# ---- whack_game_core ----
Figure 1. Where the registers sit (whack_game_core).
Scale bar: 50 um.
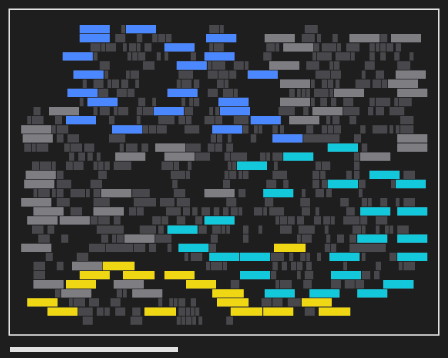

==> src/rtl/whack_game_core.sv <==
// Whack-a-mole game engine: picks moles from an internal LFSR, times each mole
// and the whole game, and tracks score, misses and the best score since reset.
module whack_game_core #(
   parameter int          NUM_MOLES  = 8,
   parameter int          SCORE_W    = 8,
   parameter int          GAME_TICKS = 15000000,
   parameter int          MOLE_TICKS = 1500000,
   parameter logic [15:0] LFSR_SEED  = 16'hACE1,
   localparam int         IDX_W      = $clog2(NUM_MOLES)
) (
   input  logic                 clk,
   input  logic                 rst,
   input  logic                 start,
   input  logic [NUM_MOLES-1:0] btn,
   output logic [NUM_MOLES-1:0] mole_onehot,
   output logic [IDX_W-1:0]     mole_idx,
   output logic [SCORE_W-1:0]   score,
   output logic [SCORE_W-1:0]   miss_cnt,
   output logic [SCORE_W-1:0]   high_score,
   output logic                 playing,
   output logic                 game_over,
   output logic                 new_high
);

   localparam int GT_W = $clog2(GAME_TICKS + 1);
   localparam int MT_W = $clog2(MOLE_TICKS);
   localparam logic [GT_W-1:0]      GT_LAST  = GT_W'(GAME_TICKS - 1);
   localparam logic [MT_W-1:0]      MT_LAST  = MT_W'(MOLE_TICKS - 1);
   localparam logic [IDX_W:0]       N_WIDE   = (IDX_W + 1)'(NUM_MOLES);
   localparam logic [NUM_MOLES-1:0] ONE_MOLE = NUM_MOLES'(1);

   typedef enum logic [1:0] {IDLE, SPAWN, UP, OVER} state_t;

   state_t               state, state_nx;
   logic [15:0]          lfsr;
   logic                 lfsr_fb;
   logic                 start_q;
   logic                 start_edge;
   logic [NUM_MOLES-1:0] lockout, lockout_nx;
   logic [NUM_MOLES-1:0] eff;
   logic [GT_W-1:0]      game_timer, game_timer_nx;
   logic [MT_W-1:0]      mole_timer, mole_timer_nx;
   logic [SCORE_W-1:0]   score_nx, miss_nx, high_nx;
   logic [IDX_W-1:0]     idx_nx;
   logic [IDX_W-1:0]     cand_raw, cand_mod, cand_inc, cand;

   function automatic logic [SCORE_W-1:0] sat_inc(input logic [SCORE_W-1:0] v);
      return (v == '1) ? v : v + SCORE_W'(1);
   endfunction

   // Mole candidate: fold the LFSR low bits into range, then step past a repeat.
   always_comb begin
      lfsr_fb    = lfsr[15] ^ lfsr[13] ^ lfsr[12] ^ lfsr[10];
      start_edge = start & ~start_q;
      eff        = btn & ~lockout;
      cand_raw   = lfsr[IDX_W-1:0];
      cand_mod   = ({1'b0, cand_raw} >= N_WIDE) ? cand_raw - IDX_W'(NUM_MOLES) : cand_raw;
      cand_inc   = (({1'b0, cand_mod} + (IDX_W + 1)'(1)) == N_WIDE) ? '0 : cand_mod + IDX_W'(1);
      cand       = (cand_mod == mole_idx) ? cand_inc : cand_mod;
   end

   always_ff @(posedge clk or posedge rst) begin
      if (rst) begin
         state      <= IDLE;
         lfsr       <= LFSR_SEED;
         start_q    <= 1'b0;
         lockout    <= '0;
         game_timer <= '0;
         mole_timer <= '0;
         score      <= '0;
         miss_cnt   <= '0;
         high_score <= '0;
         mole_idx   <= '0;
      end else begin
         state      <= state_nx;
         lfsr       <= {lfsr[14:0], lfsr_fb};
         start_q    <= start;
         lockout    <= lockout_nx;
         game_timer <= game_timer_nx;
         mole_timer <= mole_timer_nx;
         score      <= score_nx;
         miss_cnt   <= miss_nx;
         high_score <= high_nx;
         mole_idx   <= idx_nx;
      end
   end

   // A held button stays locked until it is seen released, so one press counts once.
   always_comb begin
      state_nx      = state;
      lockout_nx    = lockout & btn;
      game_timer_nx = game_timer;
      mole_timer_nx = mole_timer;
      score_nx      = score;
      miss_nx       = miss_cnt;
      high_nx       = high_score;
      idx_nx        = mole_idx;
      new_high      = 1'b0;
      mole_onehot   = '0;
      playing       = 1'b0;
      game_over     = 1'b0;

      case (state)
         IDLE, OVER: begin
            if (state == OVER) begin
               game_over = 1'b1;
               if (score > high_score) begin
                  high_nx  = score;
                  new_high = 1'b1;
               end
            end
            if (start_edge) begin
               state_nx      = SPAWN;
               score_nx      = '0;
               miss_nx       = '0;
               game_timer_nx = '0;
               mole_timer_nx = '0;
            end
         end
         SPAWN: begin
            playing       = 1'b1;
            idx_nx        = cand;
            lockout_nx    = btn;
            mole_timer_nx = '0;
            game_timer_nx = game_timer + GT_W'(1);
            state_nx      = UP;
         end
         UP: begin
            playing       = 1'b1;
            mole_onehot   = ONE_MOLE << mole_idx;
            game_timer_nx = game_timer + GT_W'(1);
            mole_timer_nx = mole_timer + MT_W'(1);
            if (game_timer >= GT_LAST) begin
               state_nx = OVER;
            end else if (eff[mole_idx]) begin
               score_nx = sat_inc(score);
               state_nx = SPAWN;
            end else if (mole_timer == MT_LAST) begin
               miss_nx  = sat_inc(miss_cnt);
               state_nx = SPAWN;
            end else if (|eff) begin
               miss_nx    = sat_inc(miss_cnt);
               lockout_nx = (lockout & btn) | eff;
            end
         end
         default: state_nx = IDLE;
      endcase
   end

endmodule
==> config.mk <==
export PLATFORM = sky130hd
export DESIGN_NAME = whack_game_core
export DESIGN_NICKNAME = d
export VERILOG_FILES = /design/src/rtl/whack_game_core.sv
export SDC_FILE = /design/constraint.sdc
export NUM_CORES = 1
export LEC_CHECK = 0
export CAP_MARGIN = 20
export CELL_PAD_IN_SITES_DETAIL_PLACEMENT = 0
export CELL_PAD_IN_SITES_GLOBAL_PLACEMENT = 1
export CORE_ASPECT_RATIO = 0.75
export CORE_MARGIN = 2
export CORE_UTILIZATION = 45
export CTS_BUF_LIST = sky130_fd_sc_hd__clkbuf_4 sky130_fd_sc_hd__clkbuf_8
export CTS_CLUSTER_DIAMETER = 120
export DETAILED_ROUTE_END_ITERATION = 10
export DONT_BUFFER_PORTS = 1
export HOLD_SLACK_MARGIN = 0.1
export PLACE_DENSITY_LB_ADDON = 0.08
export REMOVE_ABC_BUFFERS = 1
export SLEW_MARGIN = 20
export SYNTH_ARGS = -nofsm -noshare
export SYNTH_HDL_FRONTEND = slang
export SYNTH_SLANG_ARGS = --single-unit
export TNS_END_PERCENT = 10
==> constraint.sdc <==
create_clock -name clk -period 7.5 [get_ports clk]
set_clock_uncertainty 0.1 [all_clocks]
set_input_delay 1.5 -clock clk [delete_from_list [all_inputs] [get_ports clk]]
set_output_delay 1.5 -clock clk [all_outputs]
set_load 0.02 [all_outputs]
# ---- dat_task_engine ----
File: src/rtl/mmu_pkg.sv
// Shared MMU definitions: DAT engine state encoding, op codes, DAT geometry.
// Latency: n/a (types and constants only).
// Backpressure: n/a.
package mmu_pkg;

    // Engine sequencer states
    typedef enum logic [2:0] {
        ST_IDLE    = 3'd0,
        ST_FILL_WR = 3'd1,
        ST_COPY_RD = 3'd2,
        ST_COPY_WR = 3'd3,
        ST_DONE    = 3'd4
    } eng_state_t;

    // Command op codes, sampled with start
    localparam logic OP_FILL = 1'b0;
    localparam logic OP_COPY = 1'b1;

    // One DAT entry per 8K page, eight pages per task
    localparam int DAT_ENTRIES = 8;
    localparam int DAT_DATA_W  = 16;

    // DAT address is {task, entry}
    function automatic int dat_addr_w(input int task_bits, input int entry_bits);
        return task_bits + entry_bits;
    endfunction

endpackage

File: src/rtl/register.sv
// Generic enable-load register with synchronous active-high clear.
// Latency: 1 cycle from i_en to o_q.
// Backpressure: none; loads whenever i_en is high.
module register #(
    parameter int WIDTH = 1
) (
    input  logic             i_clk,
    input  logic             i_reset,
    input  logic             i_en,
    input  logic [WIDTH-1:0] i_d,
    output logic [WIDTH-1:0] o_q
);

    // Clear on reset, otherwise load when enabled
    always_ff @(posedge i_clk) begin
        if (i_reset) begin
            o_q <= '0;
        end else if (i_en) begin
            o_q <= i_d;
        end
    end

endmodule

File: src/rtl/dat_task_engine.sv
// Bulk FILL / COPY sequencer for one task's eight DAT entries, sharing the SRAM with the CPU.
// Latency: FILL done 9 cycles after start, COPY 17, plus one cycle per cpu_req stall.
// Backpressure: cpu_req freezes the current step; start is ignored unless IDLE.
module dat_task_engine
    import mmu_pkg::*;
#(
    parameter int TASK_BITS  = 12,
    parameter int ENTRY_BITS = 3
) (
    input  logic                            i_e,
    input  logic                            i_reset,
    input  logic                            i_start,
    input  logic                            i_op,
    input  logic                            i_ext,
    input  logic [TASK_BITS-1:0]            i_src_task,
    input  logic [TASK_BITS-1:0]            i_dst_task,
    input  logic [15:0]                     i_fill_base,
    input  logic                            i_cpu_req,
    output logic                            o_grant,
    output logic [TASK_BITS+ENTRY_BITS-1:0] o_dat_addr,
    output logic [15:0]                     o_dat_wdata,
    input  logic [15:0]                     i_dat_rdata,
    output logic                            o_dat_we_l,
    output logic                            o_dat_we_h,
    output logic                            o_busy,
    output logic                            o_done
);

    localparam int ADDR_W = dat_addr_w(TASK_BITS, ENTRY_BITS);
    // Command latch holds {ext, src, dst, base}; op is carried by the state itself
    localparam int CMD_W  = 1 + 2 * TASK_BITS + DAT_DATA_W;
    localparam logic [ENTRY_BITS-1:0] LAST_IDX = ENTRY_BITS'(DAT_ENTRIES - 1);

    eng_state_t              r_state;
    logic [ENTRY_BITS-1:0]   r_idx;
    logic                    r_busy;
    logic                    r_done;

    logic                    w_start_acc;
    logic                    w_active;
    logic                    w_grant;
    logic                    w_last;
    logic [CMD_W-1:0]        w_cmd_d;
    logic [CMD_W-1:0]        w_cmd_q;
    logic                    w_ext;
    logic [TASK_BITS-1:0]    w_src;
    logic [TASK_BITS-1:0]    w_dst;
    logic [15:0]             w_base;
    logic [15:0]             w_hold;
    logic                    w_hold_en;
    logic [15:0]             w_fill_data;
    logic [ADDR_W-1:0]       w_dat_addr;
    logic [15:0]             w_dat_wdata;
    logic                    w_we_l;
    logic                    w_we_h;

    assign w_start_acc = (r_state == ST_IDLE) && i_start;
    assign w_active    = (r_state == ST_FILL_WR) || (r_state == ST_COPY_RD) ||
                         (r_state == ST_COPY_WR);
    assign w_grant     = w_active && !i_cpu_req;
    assign w_last      = (r_idx == LAST_IDX);

    assign w_cmd_d = {i_ext, i_src_task, i_dst_task, i_fill_base};
    assign {w_ext, w_src, w_dst, w_base} = w_cmd_q;

    register #(.WIDTH(CMD_W)) u_cmd_latch (
        .i_clk   (i_e),
        .i_reset (i_reset),
        .i_en    (w_start_acc),
        .i_d     (w_cmd_d),
        .o_q     (w_cmd_q)
    );

    // Source word is captured only on a granted read, so a write stall never re-reads it
    assign w_hold_en = w_grant && (r_state == ST_COPY_RD);

    register #(.WIDTH(DAT_DATA_W)) u_hold (
        .i_clk   (i_e),
        .i_reset (i_reset),
        .i_en    (w_hold_en),
        .i_d     (i_dat_rdata),
        .o_q     (w_hold)
    );

    assign w_fill_data = w_base + 16'(r_idx);

    // Sequencer: one step per cycle without cpu_req, frozen while cpu_req is high
    always_ff @(posedge i_e) begin
        if (i_reset) begin
            r_state <= ST_IDLE;
            r_idx   <= '0;
            r_busy  <= 1'b0;
            r_done  <= 1'b0;
        end else begin
            r_done <= 1'b0;
            case (r_state)
                ST_IDLE: begin
                    if (i_start) begin
                        r_idx   <= '0;
                        r_busy  <= 1'b1;
                        r_state <= (i_op == OP_COPY) ? ST_COPY_RD : ST_FILL_WR;
                    end
                end
                ST_FILL_WR: begin
                    if (!i_cpu_req) begin
                        r_idx <= r_idx + 1'b1;
                        if (w_last) begin
                            r_state <= ST_DONE;
                            r_busy  <= 1'b0;
                            r_done  <= 1'b1;
                        end
                    end
                end
                ST_COPY_RD: begin
                    if (!i_cpu_req) begin
                        r_state <= ST_COPY_WR;
                    end
                end
                ST_COPY_WR: begin
                    if (!i_cpu_req) begin
                        r_idx <= r_idx + 1'b1;
                        if (w_last) begin
                            r_state <= ST_DONE;
                            r_busy  <= 1'b0;
                            r_done  <= 1'b1;
                        end else begin
                            r_state <= ST_COPY_RD;
                        end
                    end
                end
                ST_DONE: begin
                    r_state <= ST_IDLE;
                end
                default: begin
                    r_state <= ST_IDLE;
                    r_busy  <= 1'b0;
                end
            endcase
        end
    end

    // SRAM address, data and strobes decoded from the current step; strobes need the grant
    always_comb begin
        w_dat_addr  = '0;
        w_dat_wdata = '0;
        w_we_l      = 1'b0;
        w_we_h      = 1'b0;
        case (r_state)
            ST_FILL_WR: begin
                w_dat_addr  = {w_dst, r_idx};
                w_dat_wdata = w_fill_data;
                w_we_l      = w_grant;
                w_we_h      = w_grant && w_ext;
            end
            ST_COPY_RD: begin
                w_dat_addr  = {w_src, r_idx};
            end
            ST_COPY_WR: begin
                w_dat_addr  = {w_dst, r_idx};
                w_dat_wdata = w_hold;
                w_we_l      = w_grant;
                w_we_h      = w_grant && w_ext;
            end
            default: begin
                w_dat_addr  = '0;
            end
        endcase
    end

    assign o_grant     = w_grant;
    assign o_dat_addr  = w_dat_addr;
    assign o_dat_wdata = w_dat_wdata;
    assign o_dat_we_l  = w_we_l;
    assign o_dat_we_h  = w_we_h;
    assign o_busy      = r_busy;
    assign o_done      = r_done;

endmodule

File: config.mk
export PLATFORM = sky130hd
export DESIGN_NAME = dat_task_engine
export DESIGN_NICKNAME = d
export VERILOG_FILES = /design/src/rtl/mmu_pkg.sv /design/src/rtl/register.sv /design/src/rtl/dat_task_engine.sv
export SDC_FILE = /design/constraint.sdc
export NUM_CORES = 1
export LEC_CHECK = 0
export ABC_AREA = 1
export CAP_MARGIN = 20
export CORE_ASPECT_RATIO = 1.4
export CORE_MARGIN = 1.5
export CORE_UTILIZATION = 49
export CTS_CLUSTER_DIAMETER = 100
export DETAILED_ROUTE_END_ITERATION = 7
export PLACE_DENSITY = 0.81
export RECOVER_POWER = 50
export SYNTH_ARGS = -nofsm -noshare
export SYNTH_HDL_FRONTEND = slang
export SYNTH_HIERARCHICAL = 1
export SYNTH_SLANG_ARGS = --single-unit
File: constraint.sdc
create_clock -name i_e -period 2.13 [get_ports i_e]
set_input_delay 0.426 -clock i_e [delete_from_list [all_inputs] [get_ports i_e]]
set_output_delay 0.426 -clock i_e [all_outputs]
set_load 0.02 [all_outputs]
# ---- n64adv_vout_stage_flat ----
[config.mk]
export PLATFORM = sky130hd
export DESIGN_NAME = n64adv_vout_stage_flat
export DESIGN_NICKNAME = d
export VERILOG_FILES = /design/src/rtl/n64adv_vout_stage_pkg.sv /design/src/rtl/n64adv_vout_stage_if.sv /design/src/rtl/n64adv_vout_stage_filter_debounce.sv /design/src/rtl/n64adv_vout_stage.sv /design/src/flat_wrapper.sv
export SDC_FILE = /design/constraint.sdc
export NUM_CORES = 1
export LEC_CHECK = 0
export CAP_MARGIN = 25
export CORE_MARGIN = 4
export CORE_UTILIZATION = 50
export CTS_BUF_LIST = sky130_fd_sc_hd__clkbuf_8
export DETAILED_ROUTE_END_ITERATION = 10
export HOLD_SLACK_MARGIN = 0.15
export PLACE_DENSITY = 0.86
export SETUP_SLACK_MARGIN = 0.05
export SLEW_MARGIN = 40
export SYNTH_ARGS = -nofsm -noshare
export SYNTH_HDL_FRONTEND = slang
export SYNTH_SLANG_ARGS = --single-unit
[constraint.sdc]
create_clock -name VCLK -period 3.2 [get_ports VCLK]
set_clock_uncertainty 0.05 [all_clocks]
set_input_delay 0.64 -clock VCLK [delete_from_list [all_inputs] [get_ports VCLK]]
set_output_delay 0.64 -clock VCLK [all_outputs]
set_load 0.005 [all_outputs]
[src/rtl/n64adv_vout_stage_pkg.sv]
// Shared types and constants for the PPU video output stage.
package n64adv_vout_stage_pkg;

  localparam int unsigned COLOR_W_DEF      = 8;
  localparam int unsigned SYNC_DLY_MAX_DEF = 7;
  localparam int unsigned FILTER_HOLD_DEF  = 3;
  localparam int unsigned SYNC_W           = 4;
  localparam int unsigned HOLD_CNT_W       = 4;

  // Sync nibble as it sits on top of the pixel word, MSB first.
  typedef struct packed {
    logic n_vsync;
    logic n_blank;
    logic n_hsync;
    logic n_csync;
  } sync_t;

  typedef enum logic [1:0] {
    ORDER_RGB = 2'b00,
    ORDER_BGR = 2'b01,
    ORDER_GRB = 2'b10,
    ORDER_RSV = 2'b11
  } ch_order_e;

  localparam logic [2:0] FILTER_AUTO = 3'b000;

  typedef enum logic {
    ST_STABLE  = 1'b0,
    ST_PENDING = 1'b1
  } filt_state_e;

  // Filter code requested by the current configuration.
  function automatic logic [1:0] filter_target(input logic [2:0] cfg_filter,
                                               input logic [1:0] linemult);
    if (cfg_filter == FILTER_AUTO) return linemult;
    else if (cfg_filter[2])        return 2'b11;
    else                           return cfg_filter[1:0] - 2'b01;
  endfunction

endpackage

[src/rtl/n64adv_vout_stage_if.sv]
// Pixel, configuration and DAC-side signals of the video output stage.
interface n64adv_vout_stage_if
  import n64adv_vout_stage_pkg::*;
#(
  parameter int unsigned color_width_o = COLOR_W_DEF,
  parameter int unsigned SYNC_DLY_MAX  = SYNC_DLY_MAX_DEF
) ();

  localparam int unsigned DLY_W = $clog2(SYNC_DLY_MAX + 1);

  logic                           vdata_valid_i;
  logic [3*color_width_o+3:0]     vdata_i;
  logic [1:0]                     cfg_ch_order;
  logic [DLY_W-1:0]               cfg_sync_dly;
  logic                           cfg_blank_en;
  logic                           cfg_nEN_YPbPr;
  logic                           cfg_nEN_RGsB;
  logic [2:0]                     cfg_filter;
  logic [1:0]                     cfg_linemult;
  logic                           UseVGA_HVSync;
  logic [3*color_width_o-1:0]     VD_o;
  logic [1:0]                     nCSYNC;
  logic                           nVSYNC_or_F2;
  logic                           nHSYNC_or_F1;
  logic [1:0]                     Filter_o;
  logic                           filter_pending_o;

  modport slave (
    input  vdata_valid_i, vdata_i, cfg_ch_order, cfg_sync_dly, cfg_blank_en,
           cfg_nEN_YPbPr, cfg_nEN_RGsB, cfg_filter, cfg_linemult, UseVGA_HVSync,
    output VD_o, nCSYNC, nVSYNC_or_F2, nHSYNC_or_F1, Filter_o, filter_pending_o
  );

  modport master (
    output vdata_valid_i, vdata_i, cfg_ch_order, cfg_sync_dly, cfg_blank_en,
           cfg_nEN_YPbPr, cfg_nEN_RGsB, cfg_filter, cfg_linemult, UseVGA_HVSync,
    input  VD_o, nCSYNC, nVSYNC_or_F2, nHSYNC_or_F1, Filter_o, filter_pending_o
  );

endinterface

[src/rtl/n64adv_vout_stage_filter_debounce.sv]
// Applies a new analogue filter code only after it has persisted over several frames.
module n64adv_vout_stage_filter_debounce
  import n64adv_vout_stage_pkg::*;
#(
  parameter int unsigned FILTER_HOLD = FILTER_HOLD_DEF
) (
  input  logic       clk,
  input  logic       rst_n,
  input  logic       valid_i,
  input  logic       n_vsync_i,
  input  logic [1:0] target_i,
  output logic [1:0] filter_o,
  output logic [1:0] filter_nxt_c,
  output logic       pending_o
);

  filt_state_e           state_q, state_d;
  logic [1:0]            cand_q, cand_d;
  logic [1:0]            filter_q, filter_d;
  logic [HOLD_CNT_W-1:0] cnt_q, cnt_d;
  logic                  prev_vs_q, prev_vs_d;
  logic                  pending_q, pending_d;
  logic                  vs_fall_c;

  // State and datapath registers; vsync history starts inactive.
  always_ff @(posedge clk or negedge rst_n) begin
    if (!rst_n) begin
      state_q   <= ST_STABLE;
      cand_q    <= 2'b00;
      filter_q  <= 2'b00;
      cnt_q     <= '0;
      prev_vs_q <= 1'b1;
      pending_q <= 1'b0;
    end else begin
      state_q   <= state_d;
      cand_q    <= cand_d;
      filter_q  <= filter_d;
      cnt_q     <= cnt_d;
      prev_vs_q <= prev_vs_d;
      pending_q <= pending_d;
    end
  end

  // Next state: leave STABLE on any mismatch, resolve PENDING only at frame starts.
  always_comb begin
    state_d   = state_q;
    cand_d    = cand_q;
    filter_d  = filter_q;
    cnt_d     = cnt_q;
    prev_vs_d = valid_i ? n_vsync_i : prev_vs_q;
    vs_fall_c = valid_i & prev_vs_q & ~n_vsync_i;
    case (state_q)
      ST_STABLE: begin
        if (target_i != filter_q) begin
          state_d = ST_PENDING;
          cand_d  = target_i;
          cnt_d   = '0;
        end
      end
      ST_PENDING: begin
        if (vs_fall_c) begin
          if (target_i == filter_q) begin
            state_d = ST_STABLE;
            cnt_d   = '0;
          end else if (target_i == cand_q) begin
            if (cnt_q + HOLD_CNT_W'(1) == HOLD_CNT_W'(FILTER_HOLD)) begin
              filter_d = cand_q;
              state_d  = ST_STABLE;
              cnt_d    = '0;
            end else begin
              cnt_d = cnt_q + HOLD_CNT_W'(1);
            end
          end else begin
            cand_d = target_i;
            cnt_d  = '0;
          end
        end
      end
      default: state_d = ST_STABLE;
    endcase
    pending_d = (state_d == ST_PENDING);
  end

  assign filter_o     = filter_q;
  assign filter_nxt_c = filter_d;
  assign pending_o    = pending_q;

endmodule

[src/rtl/n64adv_vout_stage.sv]
// Final PPU output stage: channel order, blanking, sync delay, csync gating and pin mux.
module n64adv_vout_stage
  import n64adv_vout_stage_pkg::*;
#(
  parameter int unsigned color_width_o = COLOR_W_DEF,
  parameter int unsigned SYNC_DLY_MAX  = SYNC_DLY_MAX_DEF,
  parameter int unsigned FILTER_HOLD   = FILTER_HOLD_DEF
) (
  input logic                VCLK,
  input logic                nRST,
  n64adv_vout_stage_if.slave vif
);

  localparam int unsigned CW    = color_width_o;
  localparam int unsigned VW    = 3 * CW;
  localparam int unsigned DLY_W = $clog2(SYNC_DLY_MAX + 1);

  sync_t            sync_in_c, sel_c;
  logic [CW-1:0]    r_c, g_c, b_c;
  logic [VW-1:0]    ordered_c;
  logic [DLY_W-1:0] dly_sel_c;
  logic [1:0]       filter_q, filter_nxt_c;
  logic             pending_q;

  sync_t         dly_q [SYNC_DLY_MAX];
  sync_t         dly_d [SYNC_DLY_MAX];
  logic [VW-1:0] vd_q, vd_d;
  logic [1:0]    cs_q, cs_d;
  logic          vs_pin_q, vs_pin_d;
  logic          hs_pin_q, hs_pin_d;

  assign sync_in_c = sync_t'(vif.vdata_i[VW +: SYNC_W]);
  assign r_c       = vif.vdata_i[2*CW +: CW];
  assign g_c       = vif.vdata_i[CW +: CW];
  assign b_c       = vif.vdata_i[0 +: CW];

  // Saturate the requested delay and pick the matching tap.
  always_comb begin
    if (32'(vif.cfg_sync_dly) > SYNC_DLY_MAX) dly_sel_c = DLY_W'(SYNC_DLY_MAX);
    else                                      dly_sel_c = vif.cfg_sync_dly;
    sel_c = sync_in_c;
    for (int unsigned i = 0; i < SYNC_DLY_MAX; i++) begin
      if (dly_sel_c == DLY_W'(i + 1)) sel_c = dly_q[i];
    end
  end

  // Runtime channel permutation; the reserved code falls back to RGB.
  always_comb begin
    case (ch_order_e'(vif.cfg_ch_order))
      ORDER_BGR: ordered_c = {b_c, g_c, r_c};
      ORDER_GRB: ordered_c = {g_c, r_c, b_c};
      default:   ordered_c = {r_c, g_c, b_c};
    endcase
  end

  n64adv_vout_stage_filter_debounce #(
    .FILTER_HOLD (FILTER_HOLD)
  ) u_filter_debounce (
    .clk          (VCLK),
    .rst_n        (nRST),
    .valid_i      (vif.vdata_valid_i),
    .n_vsync_i    (sync_in_c.n_vsync),
    .target_i     (filter_target(vif.cfg_filter, vif.cfg_linemult)),
    .filter_o     (filter_q),
    .filter_nxt_c (filter_nxt_c),
    .pending_o    (pending_q)
  );

  // Output and delay-line registers; delayed syncs start inactive.
  always_ff @(posedge VCLK or negedge nRST) begin
    if (!nRST) begin
      for (int unsigned i = 0; i < SYNC_DLY_MAX; i++) dly_q[i] <= '1;
      vd_q     <= '0;
      cs_q     <= 2'b00;
      vs_pin_q <= 1'b0;
      hs_pin_q <= 1'b0;
    end else begin
      for (int unsigned i = 0; i < SYNC_DLY_MAX; i++) dly_q[i] <= dly_d[i];
      vd_q     <= vd_d;
      cs_q     <= cs_d;
      vs_pin_q <= vs_pin_d;
      hs_pin_q <= hs_pin_d;
    end
  end

  // Capture on valid pixels; pins follow the filter code every cycle in filter mode.
  always_comb begin
    dly_d    = dly_q;
    vd_d     = vd_q;
    cs_d     = cs_q;
    vs_pin_d = vs_pin_q;
    hs_pin_d = hs_pin_q;
    if (vif.vdata_valid_i) begin
      dly_d[0] = sync_in_c;
      for (int unsigned i = 1; i < SYNC_DLY_MAX; i++) dly_d[i] = dly_q[i-1];
      vd_d = (vif.cfg_blank_en && !sel_c.n_blank) ? '0 : ordered_c;
      cs_d = {sel_c.n_csync,
              sel_c.n_csync & (~vif.cfg_nEN_YPbPr | ~vif.cfg_nEN_RGsB)};
    end
    if (vif.UseVGA_HVSync) begin
      if (vif.vdata_valid_i) begin
        vs_pin_d = sel_c.n_vsync;
        hs_pin_d = sel_c.n_hsync;
      end
    end else begin
      vs_pin_d = filter_nxt_c[1];
      hs_pin_d = filter_nxt_c[0];
    end
  end

  assign vif.VD_o             = vd_q;
  assign vif.nCSYNC           = cs_q;
  assign vif.nVSYNC_or_F2     = vs_pin_q;
  assign vif.nHSYNC_or_F1     = hs_pin_q;
  assign vif.Filter_o         = filter_q;
  assign vif.filter_pending_o = pending_q;

endmodule

[src/flat_wrapper.sv]
// flat-port wrapper written by rule: the top's interface ports become plain ports
module n64adv_vout_stage_flat import n64adv_vout_stage_pkg::*;
#(
  parameter int unsigned color_width_o = COLOR_W_DEF,
  parameter int unsigned SYNC_DLY_MAX  = SYNC_DLY_MAX_DEF,
  parameter int unsigned FILTER_HOLD   = FILTER_HOLD_DEF
)
  (VCLK, nRST, vif_vdata_valid_i, vif_vdata_i, vif_cfg_ch_order, vif_cfg_sync_dly, vif_cfg_blank_en, vif_cfg_nEN_YPbPr, vif_cfg_nEN_RGsB, vif_cfg_filter, vif_cfg_linemult, vif_UseVGA_HVSync, vif_VD_o, vif_nCSYNC, vif_nVSYNC_or_F2, vif_nHSYNC_or_F1, vif_Filter_o, vif_filter_pending_o);
  n64adv_vout_stage_if #(.color_width_o(color_width_o), .SYNC_DLY_MAX(SYNC_DLY_MAX)) vif_i ();
  input logic VCLK;
  input logic nRST;
  input wire logic [$bits(vif_i.vdata_valid_i)-1:0] vif_vdata_valid_i;
  input wire logic [$bits(vif_i.vdata_i)-1:0] vif_vdata_i;
  input wire logic [$bits(vif_i.cfg_ch_order)-1:0] vif_cfg_ch_order;
  input wire logic [$bits(vif_i.cfg_sync_dly)-1:0] vif_cfg_sync_dly;
  input wire logic [$bits(vif_i.cfg_blank_en)-1:0] vif_cfg_blank_en;
  input wire logic [$bits(vif_i.cfg_nEN_YPbPr)-1:0] vif_cfg_nEN_YPbPr;
  input wire logic [$bits(vif_i.cfg_nEN_RGsB)-1:0] vif_cfg_nEN_RGsB;
  input wire logic [$bits(vif_i.cfg_filter)-1:0] vif_cfg_filter;
  input wire logic [$bits(vif_i.cfg_linemult)-1:0] vif_cfg_linemult;
  input wire logic [$bits(vif_i.UseVGA_HVSync)-1:0] vif_UseVGA_HVSync;
  output wire logic [$bits(vif_i.VD_o)-1:0] vif_VD_o;
  output wire logic [$bits(vif_i.nCSYNC)-1:0] vif_nCSYNC;
  output wire logic [$bits(vif_i.nVSYNC_or_F2)-1:0] vif_nVSYNC_or_F2;
  output wire logic [$bits(vif_i.nHSYNC_or_F1)-1:0] vif_nHSYNC_or_F1;
  output wire logic [$bits(vif_i.Filter_o)-1:0] vif_Filter_o;
  output wire logic [$bits(vif_i.filter_pending_o)-1:0] vif_filter_pending_o;
  assign vif_i.vdata_valid_i = vif_vdata_valid_i;
  assign vif_i.vdata_i = vif_vdata_i;
  assign vif_i.cfg_ch_order = vif_cfg_ch_order;
  assign vif_i.cfg_sync_dly = vif_cfg_sync_dly;
  assign vif_i.cfg_blank_en = vif_cfg_blank_en;
  assign vif_i.cfg_nEN_YPbPr = vif_cfg_nEN_YPbPr;
  assign vif_i.cfg_nEN_RGsB = vif_cfg_nEN_RGsB;
  assign vif_i.cfg_filter = vif_cfg_filter;
  assign vif_i.cfg_linemult = vif_cfg_linemult;
  assign vif_i.UseVGA_HVSync = vif_UseVGA_HVSync;
  assign vif_VD_o = vif_i.VD_o;
  assign vif_nCSYNC = vif_i.nCSYNC;
  assign vif_nVSYNC_or_F2 = vif_i.nVSYNC_or_F2;
  assign vif_nHSYNC_or_F1 = vif_i.nHSYNC_or_F1;
  assign vif_Filter_o = vif_i.Filter_o;
  assign vif_filter_pending_o = vif_i.filter_pending_o;
  n64adv_vout_stage #(.color_width_o(color_width_o), .SYNC_DLY_MAX(SYNC_DLY_MAX), .FILTER_HOLD(FILTER_HOLD)) u_core (.VCLK(VCLK), .nRST(nRST), .vif(vif_i));
endmodule
# ---- tt_um_unload ----
File: config.mk
export PLATFORM = sky130hd
export DESIGN_NAME = tt_um_unload
export DESIGN_NICKNAME = d
export VERILOG_FILES = /design/src/rtl/tt_um_unload.sv
export SDC_FILE = /design/constraint.sdc
export NUM_CORES = 1
export LEC_CHECK = 0
export CAP_MARGIN = 5
export CORE_AREA = 2 2 113 115
export DETAILED_ROUTE_END_ITERATION = 6
export DIE_AREA = 0 0 115 117
export PLACE_DENSITY = 0.67
export SYNTH_ARGS = -nofsm -noshare
export SYNTH_HDL_FRONTEND = slang
export SYNTH_SLANG_ARGS = --single-unit
File: constraint.sdc
create_clock -name clk -period 6.4 [get_ports clk]
set_input_delay 1.28 -clock clk [delete_from_list [all_inputs] [get_ports clk]]
set_output_delay 1.28 -clock clk [all_outputs]
set_load 0.02 [all_outputs]
File: src/rtl/tt_um_unload.sv
`default_nettype none
// ============================================================================
// tt_um_unload : serializes a ternary weight array as MSB/LSB beat pairs.
// Rev 1.0
// ============================================================================
module tt_um_unload #(
  parameter int MAX_IN_LEN  = 16,
  parameter int MAX_OUT_LEN = 8
) (
  input  logic                               clk,
  input  logic                               rst_n,
  input  logic                               start,
  input  logic                               ready,
  input  logic [2*MAX_IN_LEN*MAX_OUT_LEN-1:0] ui_weights,
  input  logic [6:0]                         ui_param,
  output logic [MAX_IN_LEN-1:0]              uo_data,
  output logic                               uo_valid,
  output logic                               uo_phase,
  output logic                               uo_last,
  output logic                               uo_busy,
  output logic                               uo_done
);

  localparam int COL_W  = $clog2(MAX_OUT_LEN);
  localparam int LANE_W = 4;

  typedef enum logic [1:0] {
    IDLE     = 2'd0,
    SEND_MSB = 2'd1,
    SEND_LSB = 2'd2
  } state_t;

  state_t              state_q, state_d;
  logic [COL_W-1:0]    col_q, col_d;
  logic [COL_W-1:0]    last_col_q, last_col_d;
  logic [LANE_W-1:0]   last_in_q, last_in_d;
  logic                done_q, done_d;

  logic                is_lsb;
  logic                is_last;
  logic [MAX_IN_LEN-1:0] lane_bits;
  logic [MAX_IN_LEN-1:0] lane_mask;

  assign is_lsb  = (state_q == SEND_LSB);
  assign is_last = is_lsb && (col_q == last_col_q);

  // Each lane owns a contiguous 2*MAX_OUT_LEN slice; {col, ~lsb} selects the plane bit.
  for (genvar i = 0; i < MAX_IN_LEN; i++) begin : g_lane
    logic [2*MAX_OUT_LEN-1:0] lane_w;
    assign lane_w       = ui_weights[2*MAX_OUT_LEN*i +: 2*MAX_OUT_LEN];
    assign lane_bits[i] = lane_w[{col_q, ~is_lsb}];
  end

  always_comb begin
    lane_mask = '0;
    for (int i = 0; i < MAX_IN_LEN; i++) begin
      if (i <= int'(last_in_q)) lane_mask[i] = 1'b1;
    end
  end

  always_comb begin
    state_d    = state_q;
    col_d      = col_q;
    last_col_d = last_col_q;
    last_in_d  = last_in_q;
    done_d     = 1'b0;
    case (state_q)
      IDLE: begin
        if (start) begin
          last_col_d = ui_param[COL_W-1:0];
          last_in_d  = ui_param[6:3];
          col_d      = '0;
          state_d    = SEND_MSB;
        end
      end
      SEND_MSB: begin
        if (ready) state_d = SEND_LSB;
      end
      SEND_LSB: begin
        if (ready) begin
          if (is_last) begin
            state_d = IDLE;
            done_d  = 1'b1;
            col_d   = '0;
          end else begin
            col_d   = col_q + 1'b1;
            state_d = SEND_MSB;
          end
        end
      end
      default: begin
        state_d = IDLE;
        col_d   = '0;
      end
    endcase
  end

  always_ff @(posedge clk or negedge rst_n) begin
    if (!rst_n) begin
      state_q    <= IDLE;
      col_q      <= '0;
      last_col_q <= '0;
      last_in_q  <= '0;
      done_q     <= 1'b0;
    end else begin
      state_q    <= state_d;
      col_q      <= col_d;
      last_col_q <= last_col_d;
      last_in_q  <= last_in_d;
      done_q     <= done_d;
    end
  end

  assign uo_busy  = (state_q != IDLE);
  assign uo_valid = uo_busy;
  assign uo_phase = is_lsb;
  assign uo_last  = is_last;
  assign uo_done  = done_q;
  assign uo_data  = uo_valid ? (lane_bits & lane_mask) : '0;

endmodule
`default_nettype wire

Figure 2. Congestion heat map (dat_task_engine).
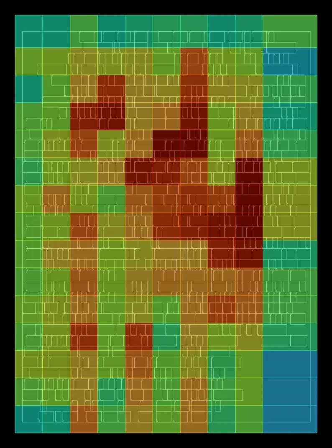
post-DR wirelength/cell: 12.5 um
All-Layer GR Usage: 0.265
met1 capacity usage during global routing: 0.285

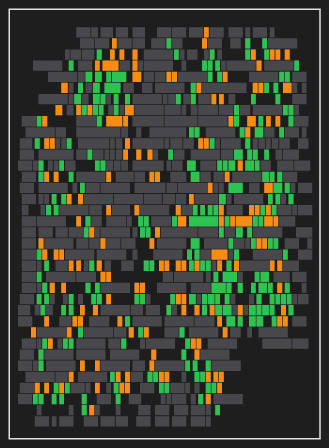
Figure 3: dat_task_engine, gate families picked out.
green -> nand cells  # cells 215, where spread over the die
orange -> nor cells  # cells 148, where spread over the die
share of the final layout cell area in multi-input gates: 0.371
Commonest Layout Cell: nand2_1
count of non-filler cells in the finished layout: 803

==> impl_results.html, dat_task_engine <==
<h2>Synthesis and place &amp; route</h2>
<table>
<tr><th>Metric</th><th>Value</th></tr>
<tr><th colspan="2">Worst hold path</th></tr>
<tr><td>Instance count along the most critical hold path</td><td>2</td></tr>
<tr><th colspan="2">Placed design</th></tr>
<tr><td>Count of input and output buffers</td><td>97</td></tr>
<tr><th colspan="2">Power and ir drop</th></tr>
<tr><td>Power, Total</td><td>4.98 mW</td></tr>
<tr><td>Power consumed by the clock network</td><td>around 1.2 mW</td></tr>
<tr><td>Largest Pwr Group</td><td>combinational logic</td></tr>
<tr><td>Cell Pwr Density</td><td>around 970 mW/mm^2</td></tr>
<tr><th colspan="2">Final timing</th></tr>
<tr><td>Number of setup violations in the final report</td><td>14</td></tr>
<tr><td>Worst setup margin</td><td>-0.349 ns</td></tr>
<tr><th colspan="2">Cells and area</th></tr>
<tr><td>Footprint of the multi-input gates</td><td>around 0.0019 sq mm</td></tr>
<tr><th colspan="2">Worst setup path</th></tr>
<tr><td>Launch point of the worst reg-to-reg path</td><td>r_state[1]</td></tr>
<tr><td>Number of cells traversed by the worst register-to-register path</td><td>9</td></tr>
<tr><th colspan="2">Logic synthesis</th></tr>
<tr><td>Commonest cells in the synthesized netlist</td><td>186 x nand2_1, 139 x nor2_1, 85 x inv_1</td></tr>
<tr><td>Post-synthesis xor/xnor area fraction</td><td>0.00483</td></tr>
<tr><th colspan="2">Global route</th></tr>
<tr><td>Met3 GRT Util</td><td>0.0752</td></tr>
<tr><th colspan="2">Routing</th></tr>
<tr><td>Detailed-routed wire length on met3</td><td>580 um</td></tr>
<tr><th colspan="2">Clock tree</th></tr>
<tr><td>Clock root buffer master</td><td>clkbuf_8</td></tr>
<tr><th colspan="2">Run status</th></tr>
<tr><td>Violated checks</td><td>negative setup slack</td></tr>
<tr><td>Run status</td><td>finished with violations</td></tr>
</table>
dat_task_engine: final cells by class:
cell class                      count  share of cell area
Inverter                           90              0.0656
Tap cell                           95              0.0231
Sequential cell                    65               0.255
Multi-Input combinational cell    409               0.371
Timing Repair Buffer              128               0.241
Clock buffer                       10              0.0267
Clock inverter                      6              0.0177
dat_task_engine: critical path: cells and delay by family (launching register included):
kind | cells | cell delay [ns]
compound gates | 2 | 0.32
fa+ha+maj | 2 | 0.54
buf+inv | 3 | 0.33
flops | 1 | 0.36
simple gates | 2 | 0.17
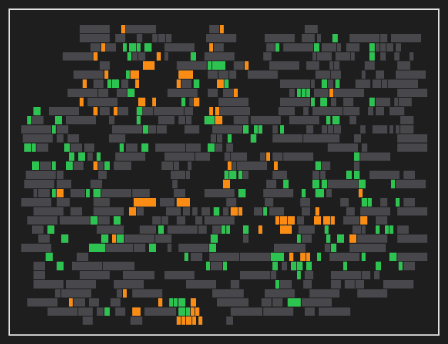
Figure 4: whack_game_core, gate families picked out.
green -> nand cells  # cells 127, where spread over the die
orange -> nor cells  # cells 65
share of the final layout cell area in multi-input gates: 0.460
Commonest Layout Cell: dfrtp_1
count of non-filler cells in the finished layout: 656

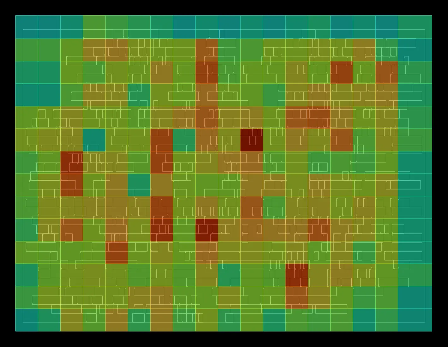
Figure 5: whack_game_core, congestion heat map.
met3 GRT Util: 0.0559
met2 GRT Util: 0.269
post-DR wirelength/cell: 16.8 um
met1 capacity usage during global routing: 0.292

Notes on Figure 1 above:
blue -> mole_timer  # flops 21
cyan -> game_timer  # flops 24
yellow -> lfsr  # flops 16
power in sequential cells: 0.658 mW
Final Util: 0.499
FF/Latch Area: 0.00249 sq mm

==> impl_results.html, whack_game_core <==
<h2>Synthesis and place &amp; route</h2>
<table>
<tr><th>Metric</th><th>Value</th></tr>
<tr><th colspan="2">Run status</th></tr>
<tr><td>Run status</td><td>finished clean</td></tr>
<tr><th colspan="2">Logic synthesis</th></tr>
<tr><td>Complex Gates by Area</td><td>0.123</td></tr>
<tr><td>Fraction of post-synthesis cell area in the top cell type by area</td><td>0.441</td></tr>
<tr><td>Adder-cell share of the synthesized area</td><td>0.0412</td></tr>
<tr><td>Most common cell in the netlist</td><td>dfrtp_1</td></tr>
<tr><th colspan="2">Worst hold path</th></tr>
<tr><td>Source of the worst hold timing path</td><td>lfsr[14]</td></tr>
<tr><th colspan="2">Routing</th></tr>
<tr><td>DR vias</td><td>around 3800</td></tr>
<tr><td>Vias per std cell</td><td>between 5 and 6</td></tr>
<tr><th colspan="2">Job</th></tr>
<tr><td>Max-cap check violation count</td><td>0</td></tr>
<tr><th colspan="2">Final timing</th></tr>
<tr><td>Number of slew-limit violations in the final report</td><td>0</td></tr>
<tr><td>Max_slew headroom</td><td>0.416</td></tr>
<tr><td>Pin slew with the least headroom to its limit</td><td>0.873 ns</td></tr>
<tr><td>Setup tns final</td><td>0 ns</td></tr>
<tr><th colspan="2">Global route</th></tr>
<tr><td>Routing layer with the top usage in global route</td><td>met1</td></tr>
<tr><th colspan="2">Cells and area</th></tr>
<tr><td>Non-clock buffer instance count of the final layout</td><td>2</td></tr>
<tr><td>Seq/total area</td><td>0.450</td></tr>
<tr><td>Number of filler cells placed in the layout</td><td>between 1000 and 1500</td></tr>
<tr><td>Area growth from synthesis to final layout</td><td>6.90%</td></tr>
<tr><td>Seq_cells</td><td>between 90 and 100</td></tr>
<tr><th colspan="2">Clock tree</th></tr>
<tr><td>Worst-path clk slew</td><td>approximately 0.1 ns</td></tr>
<tr><td>Buffer levels on the longest clock path</td><td>2</td></tr>
<tr><td>Clock insertion delay at the later pin of the skew report</td><td>0.37 ns</td></tr>
<tr><th colspan="2">Power and ir drop</th></tr>
<tr><td>Leakage</td><td>2.40 nW</td></tr>
<tr><td>Comb pwr</td><td>0.515 mW</td></tr>
<tr><th colspan="2">Worst setup path</th></tr>
<tr><td>CP Class</td><td>register to output port</td></tr>
<tr><td>Ordered list of cells on the worst path</td><td>ha_1, nand3_1, o221ai_1, a21oi_1, o21ai_0, nand4_1, inv_1</td></tr>
<tr><td>Number of cells traversed by the worst register-to-register path</td><td>8</td></tr>
</table>
-- whack_game_core: worst max-delay path, delay by kind of cell (launching register included) --
kind | cells | cell delay, ns
AND-OR/OR-AND | 3 | 0.43
AND/OR/NAND/NOR | 2 | 0.57
buffers and inverters | 1 | 0.36
flip-flops | 1 | 0.54
adder cells (fa/ha/maj) | 1 | 0.38
-- whack_game_core: registers in the layout (all words and copies together) (netlist names) --
name and flops:
lockout 8, mole_idx 3, game_timer 24, score 8, miss_cnt 8, mole_timer 21
start_q 1, high_score 8, state 2, lfsr 16
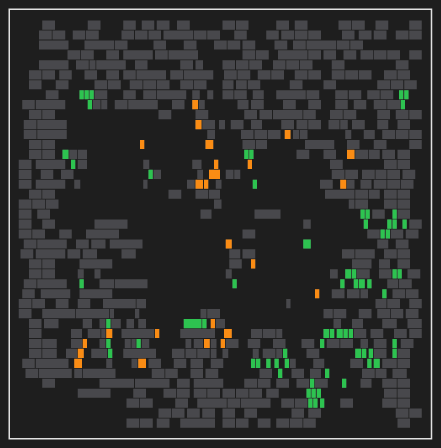
Figure 6: tt_um_unload, gate families picked out.
green -> nand cells  # cells 69
orange -> nor cells  # cells 25

==> impl_results.html, tt_um_unload <==
<h2>Synthesis and place &amp; route</h2>
<table>
<tr><th>Metric</th><th>Value</th></tr>
<tr><th colspan="2">Global route</th></tr>
<tr><td>Vias in the first global route</td><td>slightly below 4000</td></tr>
<tr><th colspan="2">Routing</th></tr>
<tr><td>Met2 wirelength from detailed routing</td><td>between 7000 and 8000 um</td></tr>
<tr><th colspan="2">Logic synthesis</th></tr>
<tr><td>Mean instance size in the synthesized netlist</td><td>9.01 sq um</td></tr>
<tr><td>Complex Gates by Area</td><td>0.205</td></tr>
<tr><td>Commonest cells in the synthesized netlist</td><td>60 x nand2_1, 37 x mux2i_1, 29 x mux4_2</td></tr>
<tr><th colspan="2">Cells and area</th></tr>
<tr><td>MI comb cells</td><td>271</td></tr>
<tr><td>Footprint of the multi-input gates</td><td>between 0.002 and 0.0025 sq mm</td></tr>
<tr><th colspan="2">Run status</th></tr>
<tr><td>Run status</td><td>finished clean</td></tr>
<tr><th colspan="2">Job</th></tr>
<tr><td>Max-cap check violation count</td><td>0</td></tr>
<tr><th colspan="2">Worst setup path</th></tr>
<tr><td>Data required, critical path</td><td>around 5.1 ns</td></tr>
<tr><td>Stage delay of the slowest cell on the critical path</td><td>~0.67 ns</td></tr>
<tr><th colspan="2">Placed design</th></tr>
<tr><td>Pre-CTS worst setup slack</td><td>1.56 ns</td></tr>
<tr><th colspan="2">Final timing</th></tr>
<tr><td>Max_slew headroom</td><td>0.405</td></tr>
<tr><td>Number of slew-limit violations in the final report</td><td>0</td></tr>
<tr><th colspan="2">Worst hold path</th></tr>
<tr><td>Min-delay worst type</td><td>register to register</td></tr>
</table>
## tt_um_unload: logic make-up after synthesis
logic type | Yosys count
xor+xnor | 3
simple gates | 101
buf+inv | 40
mux | 82
fa+ha+maj | 1
compound gates | 84
flops | 13
## tt_um_unload: worst register-to-register path, stage by stage, from the launching register on
cell and delay [ns]:
dfrtp_1 0.50, nand2b_4 0.55, buf_12 0.45, o22ai_1 0.26, nor3_1 0.17, nand2_1 0.07
o21ai_0 0.07
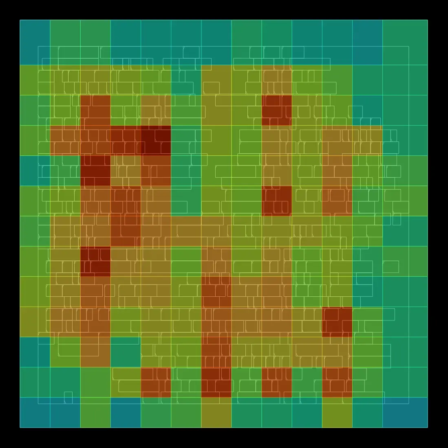
Figure 7: n64adv_vout_stage_flat, congestion heat map.
post-DR wirelength/cell: 15.9 um
routing layer with the top usage in global route: met2
met1 capacity usage during global routing: 0.261

==> impl_results.html, n64adv_vout_stage_flat <==
<h2>Synthesis and place &amp; route</h2>
<table>
<tr><th>Metric</th><th>Value</th></tr>
<tr><th colspan="2">Placed design</th></tr>
<tr><td>Pre-CTS worst setup slack</td><td>between 0.3 and 0.4 ns</td></tr>
<tr><th colspan="2">Cells and area</th></tr>
<tr><td>Layout Nets</td><td>477</td></tr>
<tr><td>Count of non-filler cells in the finished layout</td><td>around 530</td></tr>
<tr><td>Seq/total area</td><td>0.361</td></tr>
<tr><td>Non-clock buffer instance count of the final layout</td><td>81</td></tr>
<tr><td>Commonest Layout Cell</td><td>clkdlybuf4s50_1</td></tr>
<tr><th colspan="2">Final timing</th></tr>
<tr><td>Max frequency</td><td>a little under 0.4 GHz</td></tr>
<tr><td>Final hold slack</td><td>between 0.2 and 0.25 ns</td></tr>
<tr><th colspan="2">Worst setup path</th></tr>
<tr><td>Data required, critical path</td><td>roughly 3.4 ns</td></tr>
<tr><td>Launch point of the worst reg-to-reg path</td><td>u_core.u_filter_debounce.cnt_q[1]</td></tr>
<tr><td>Ordered list of cells on the worst path</td><td>clkdlybuf4s50_1, inv_1, ha_1, and2_2, nor4_1, o221ai_1, o31ai_1, a31oi_1</td></tr>
<tr><td>Number of cells traversed by the worst register-to-register path</td><td>6</td></tr>
<tr><th colspan="2">Logic synthesis</th></tr>
<tr><td>Number of cells in the yosys synthesis report</td><td>361</td></tr>
<tr><td>Dominant cell type by area after synthesis</td><td>dfrtp_1</td></tr>
<tr><th colspan="2">Global route</th></tr>
<tr><td>Met2 GRT Util</td><td>0.323</td></tr>
<tr><td>Largest net degree at the start of global routing</td><td>around 42</td></tr>
<tr><td>Wire length of the first global-routing pass</td><td>14200 um</td></tr>
<tr><th colspan="2">Power and ir drop</th></tr>
<tr><td>Sequential fraction of design power</td><td>0.466</td></tr>
<tr><td>Worst voltage drop across the vdd grid</td><td>just under 0.3 mV</td></tr>
<tr><td>Fraction of power consumed by combinational cells</td><td>0.268</td></tr>
<tr><th colspan="2">Job</th></tr>
<tr><td>Total number of warnings across the stage logs</td><td>28</td></tr>
<tr><th colspan="2">Clock tree</th></tr>
<tr><td>Quantity of hold-fixing buffers added after cts</td><td>0</td></tr>
<tr><td>Clock insertion delay at the later pin of the skew report</td><td>between 0.3 and 0.4 ns</td></tr>
<tr><th colspan="2">Run status</th></tr>
<tr><td>Run status</td><td>finished clean</td></tr>
<tr><th colspan="2">Routing</th></tr>
<tr><td>Uppermost layer routed</td><td>met4</td></tr>
<tr><td>Metal1 wirelength</td><td>around 3700 um</td></tr>
</table>
n64adv_vout_stage_flat: cell families after synthesis:
group                    Yosys count  share of synthesized area
AND/OR/NAND/NOR                   72                      0.110
flip-flops                        65                      0.459
XOR/XNOR                           1                    0.00242
buffers and inverters             62                     0.0671
adder cells (fa/ha/maj)            5                     0.0173
multiplexers                      36                      0.110
AND-OR/OR-AND                    120                      0.234

## Gallery

Where the registers sit.
Scale bar: 20 um.
Plate I
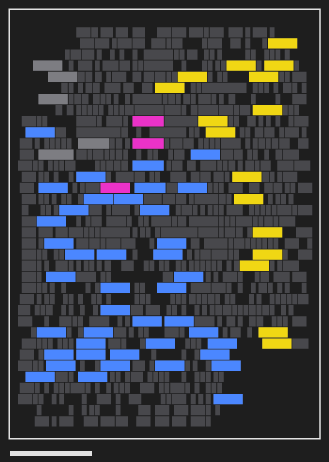
Plate II
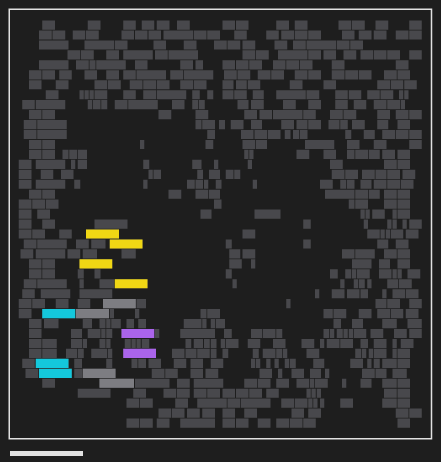
Plate III
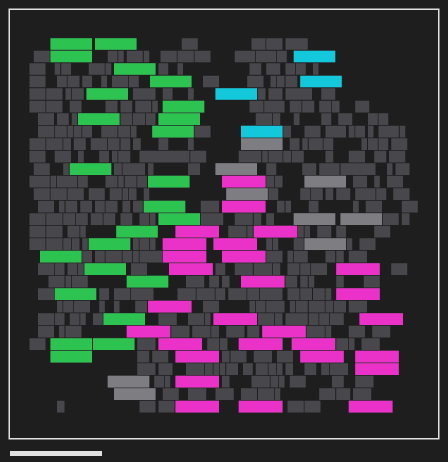
- fewest cells: Plate III
- fewest sequential cells: Plate II
Plate I -> dat_task_engine
Plate II -> tt_um_unload
Plate III -> n64adv_vout_stage_flat

Key to Plate I:
blue -> u_cmd_latch/o_q  # flops 41
yellow -> u_hold/o_q  # flops 16
magenta -> r_idx  # flops 3
not colored = 5



==> screenshots <==
Placement by cell class.
image #1
Scale bar: 20 um.
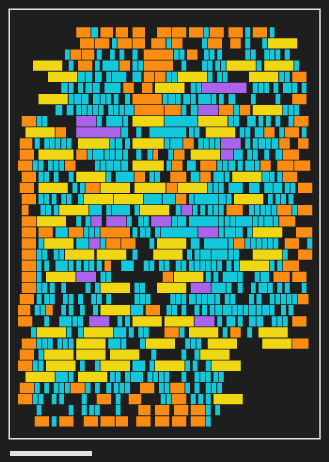
image #2
Scale bar: 20 um.
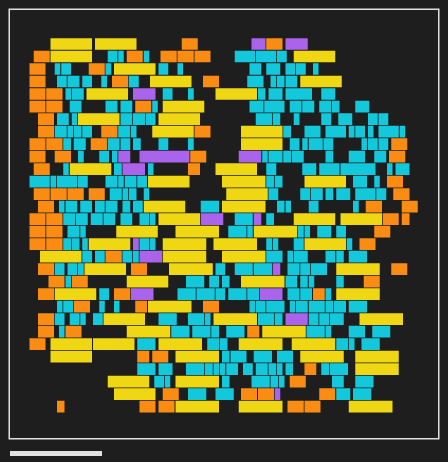
image #3
Scale bar: 50 um.
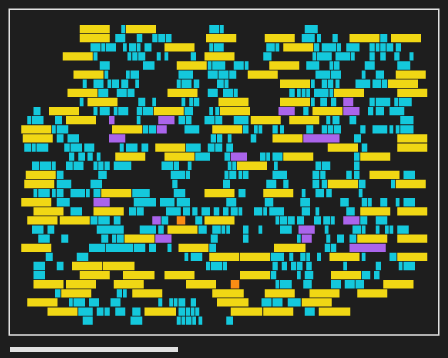
image #4
Scale bar: 20 um.
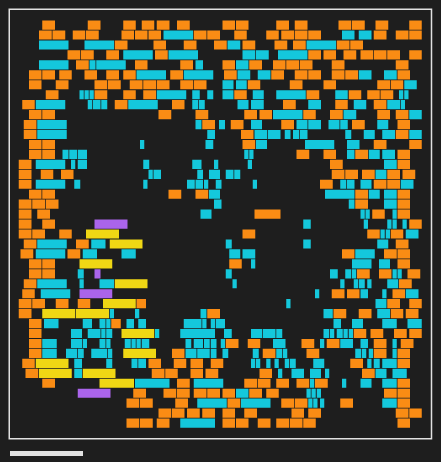
n64adv_vout_stage_flat: image #2
tt_um_unload: image #4
whack_game_core: image #3
dat_task_engine: image #1


==> gallery <==
Routed metal, one color a layer.
panel A
Scale bar: 20 um. Only two layers are drawn.
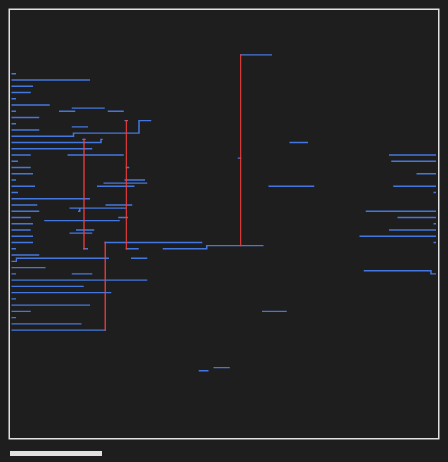
panel B
Scale bar: 50 um. Only two layers are drawn.
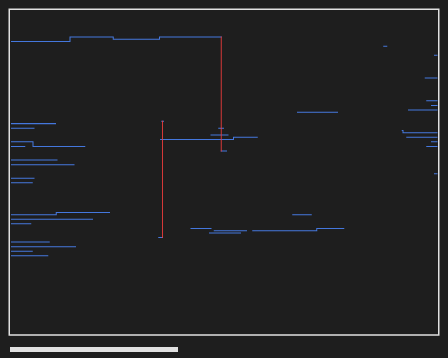
panel C
Scale bar: 20 um. Only two layers are drawn.
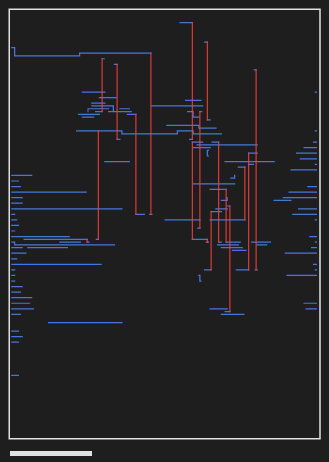
panel D
Scale bar: 20 um. Only two layers are drawn.
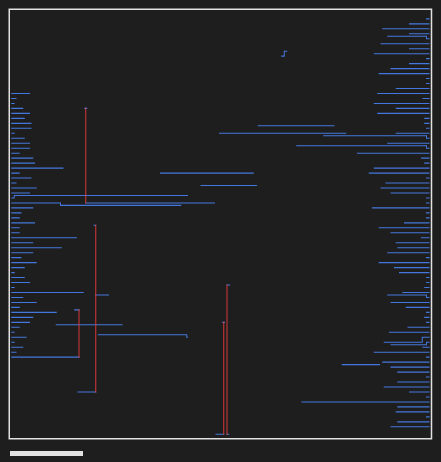
whack_game_core is panel B.
dat_task_engine is panel C.
n64adv_vout_stage_flat is panel A.
tt_um_unload is panel D.
- least wire: panel A
- most wire: panel D

No activity file was given, so power comes from the tool's default toggle rates.
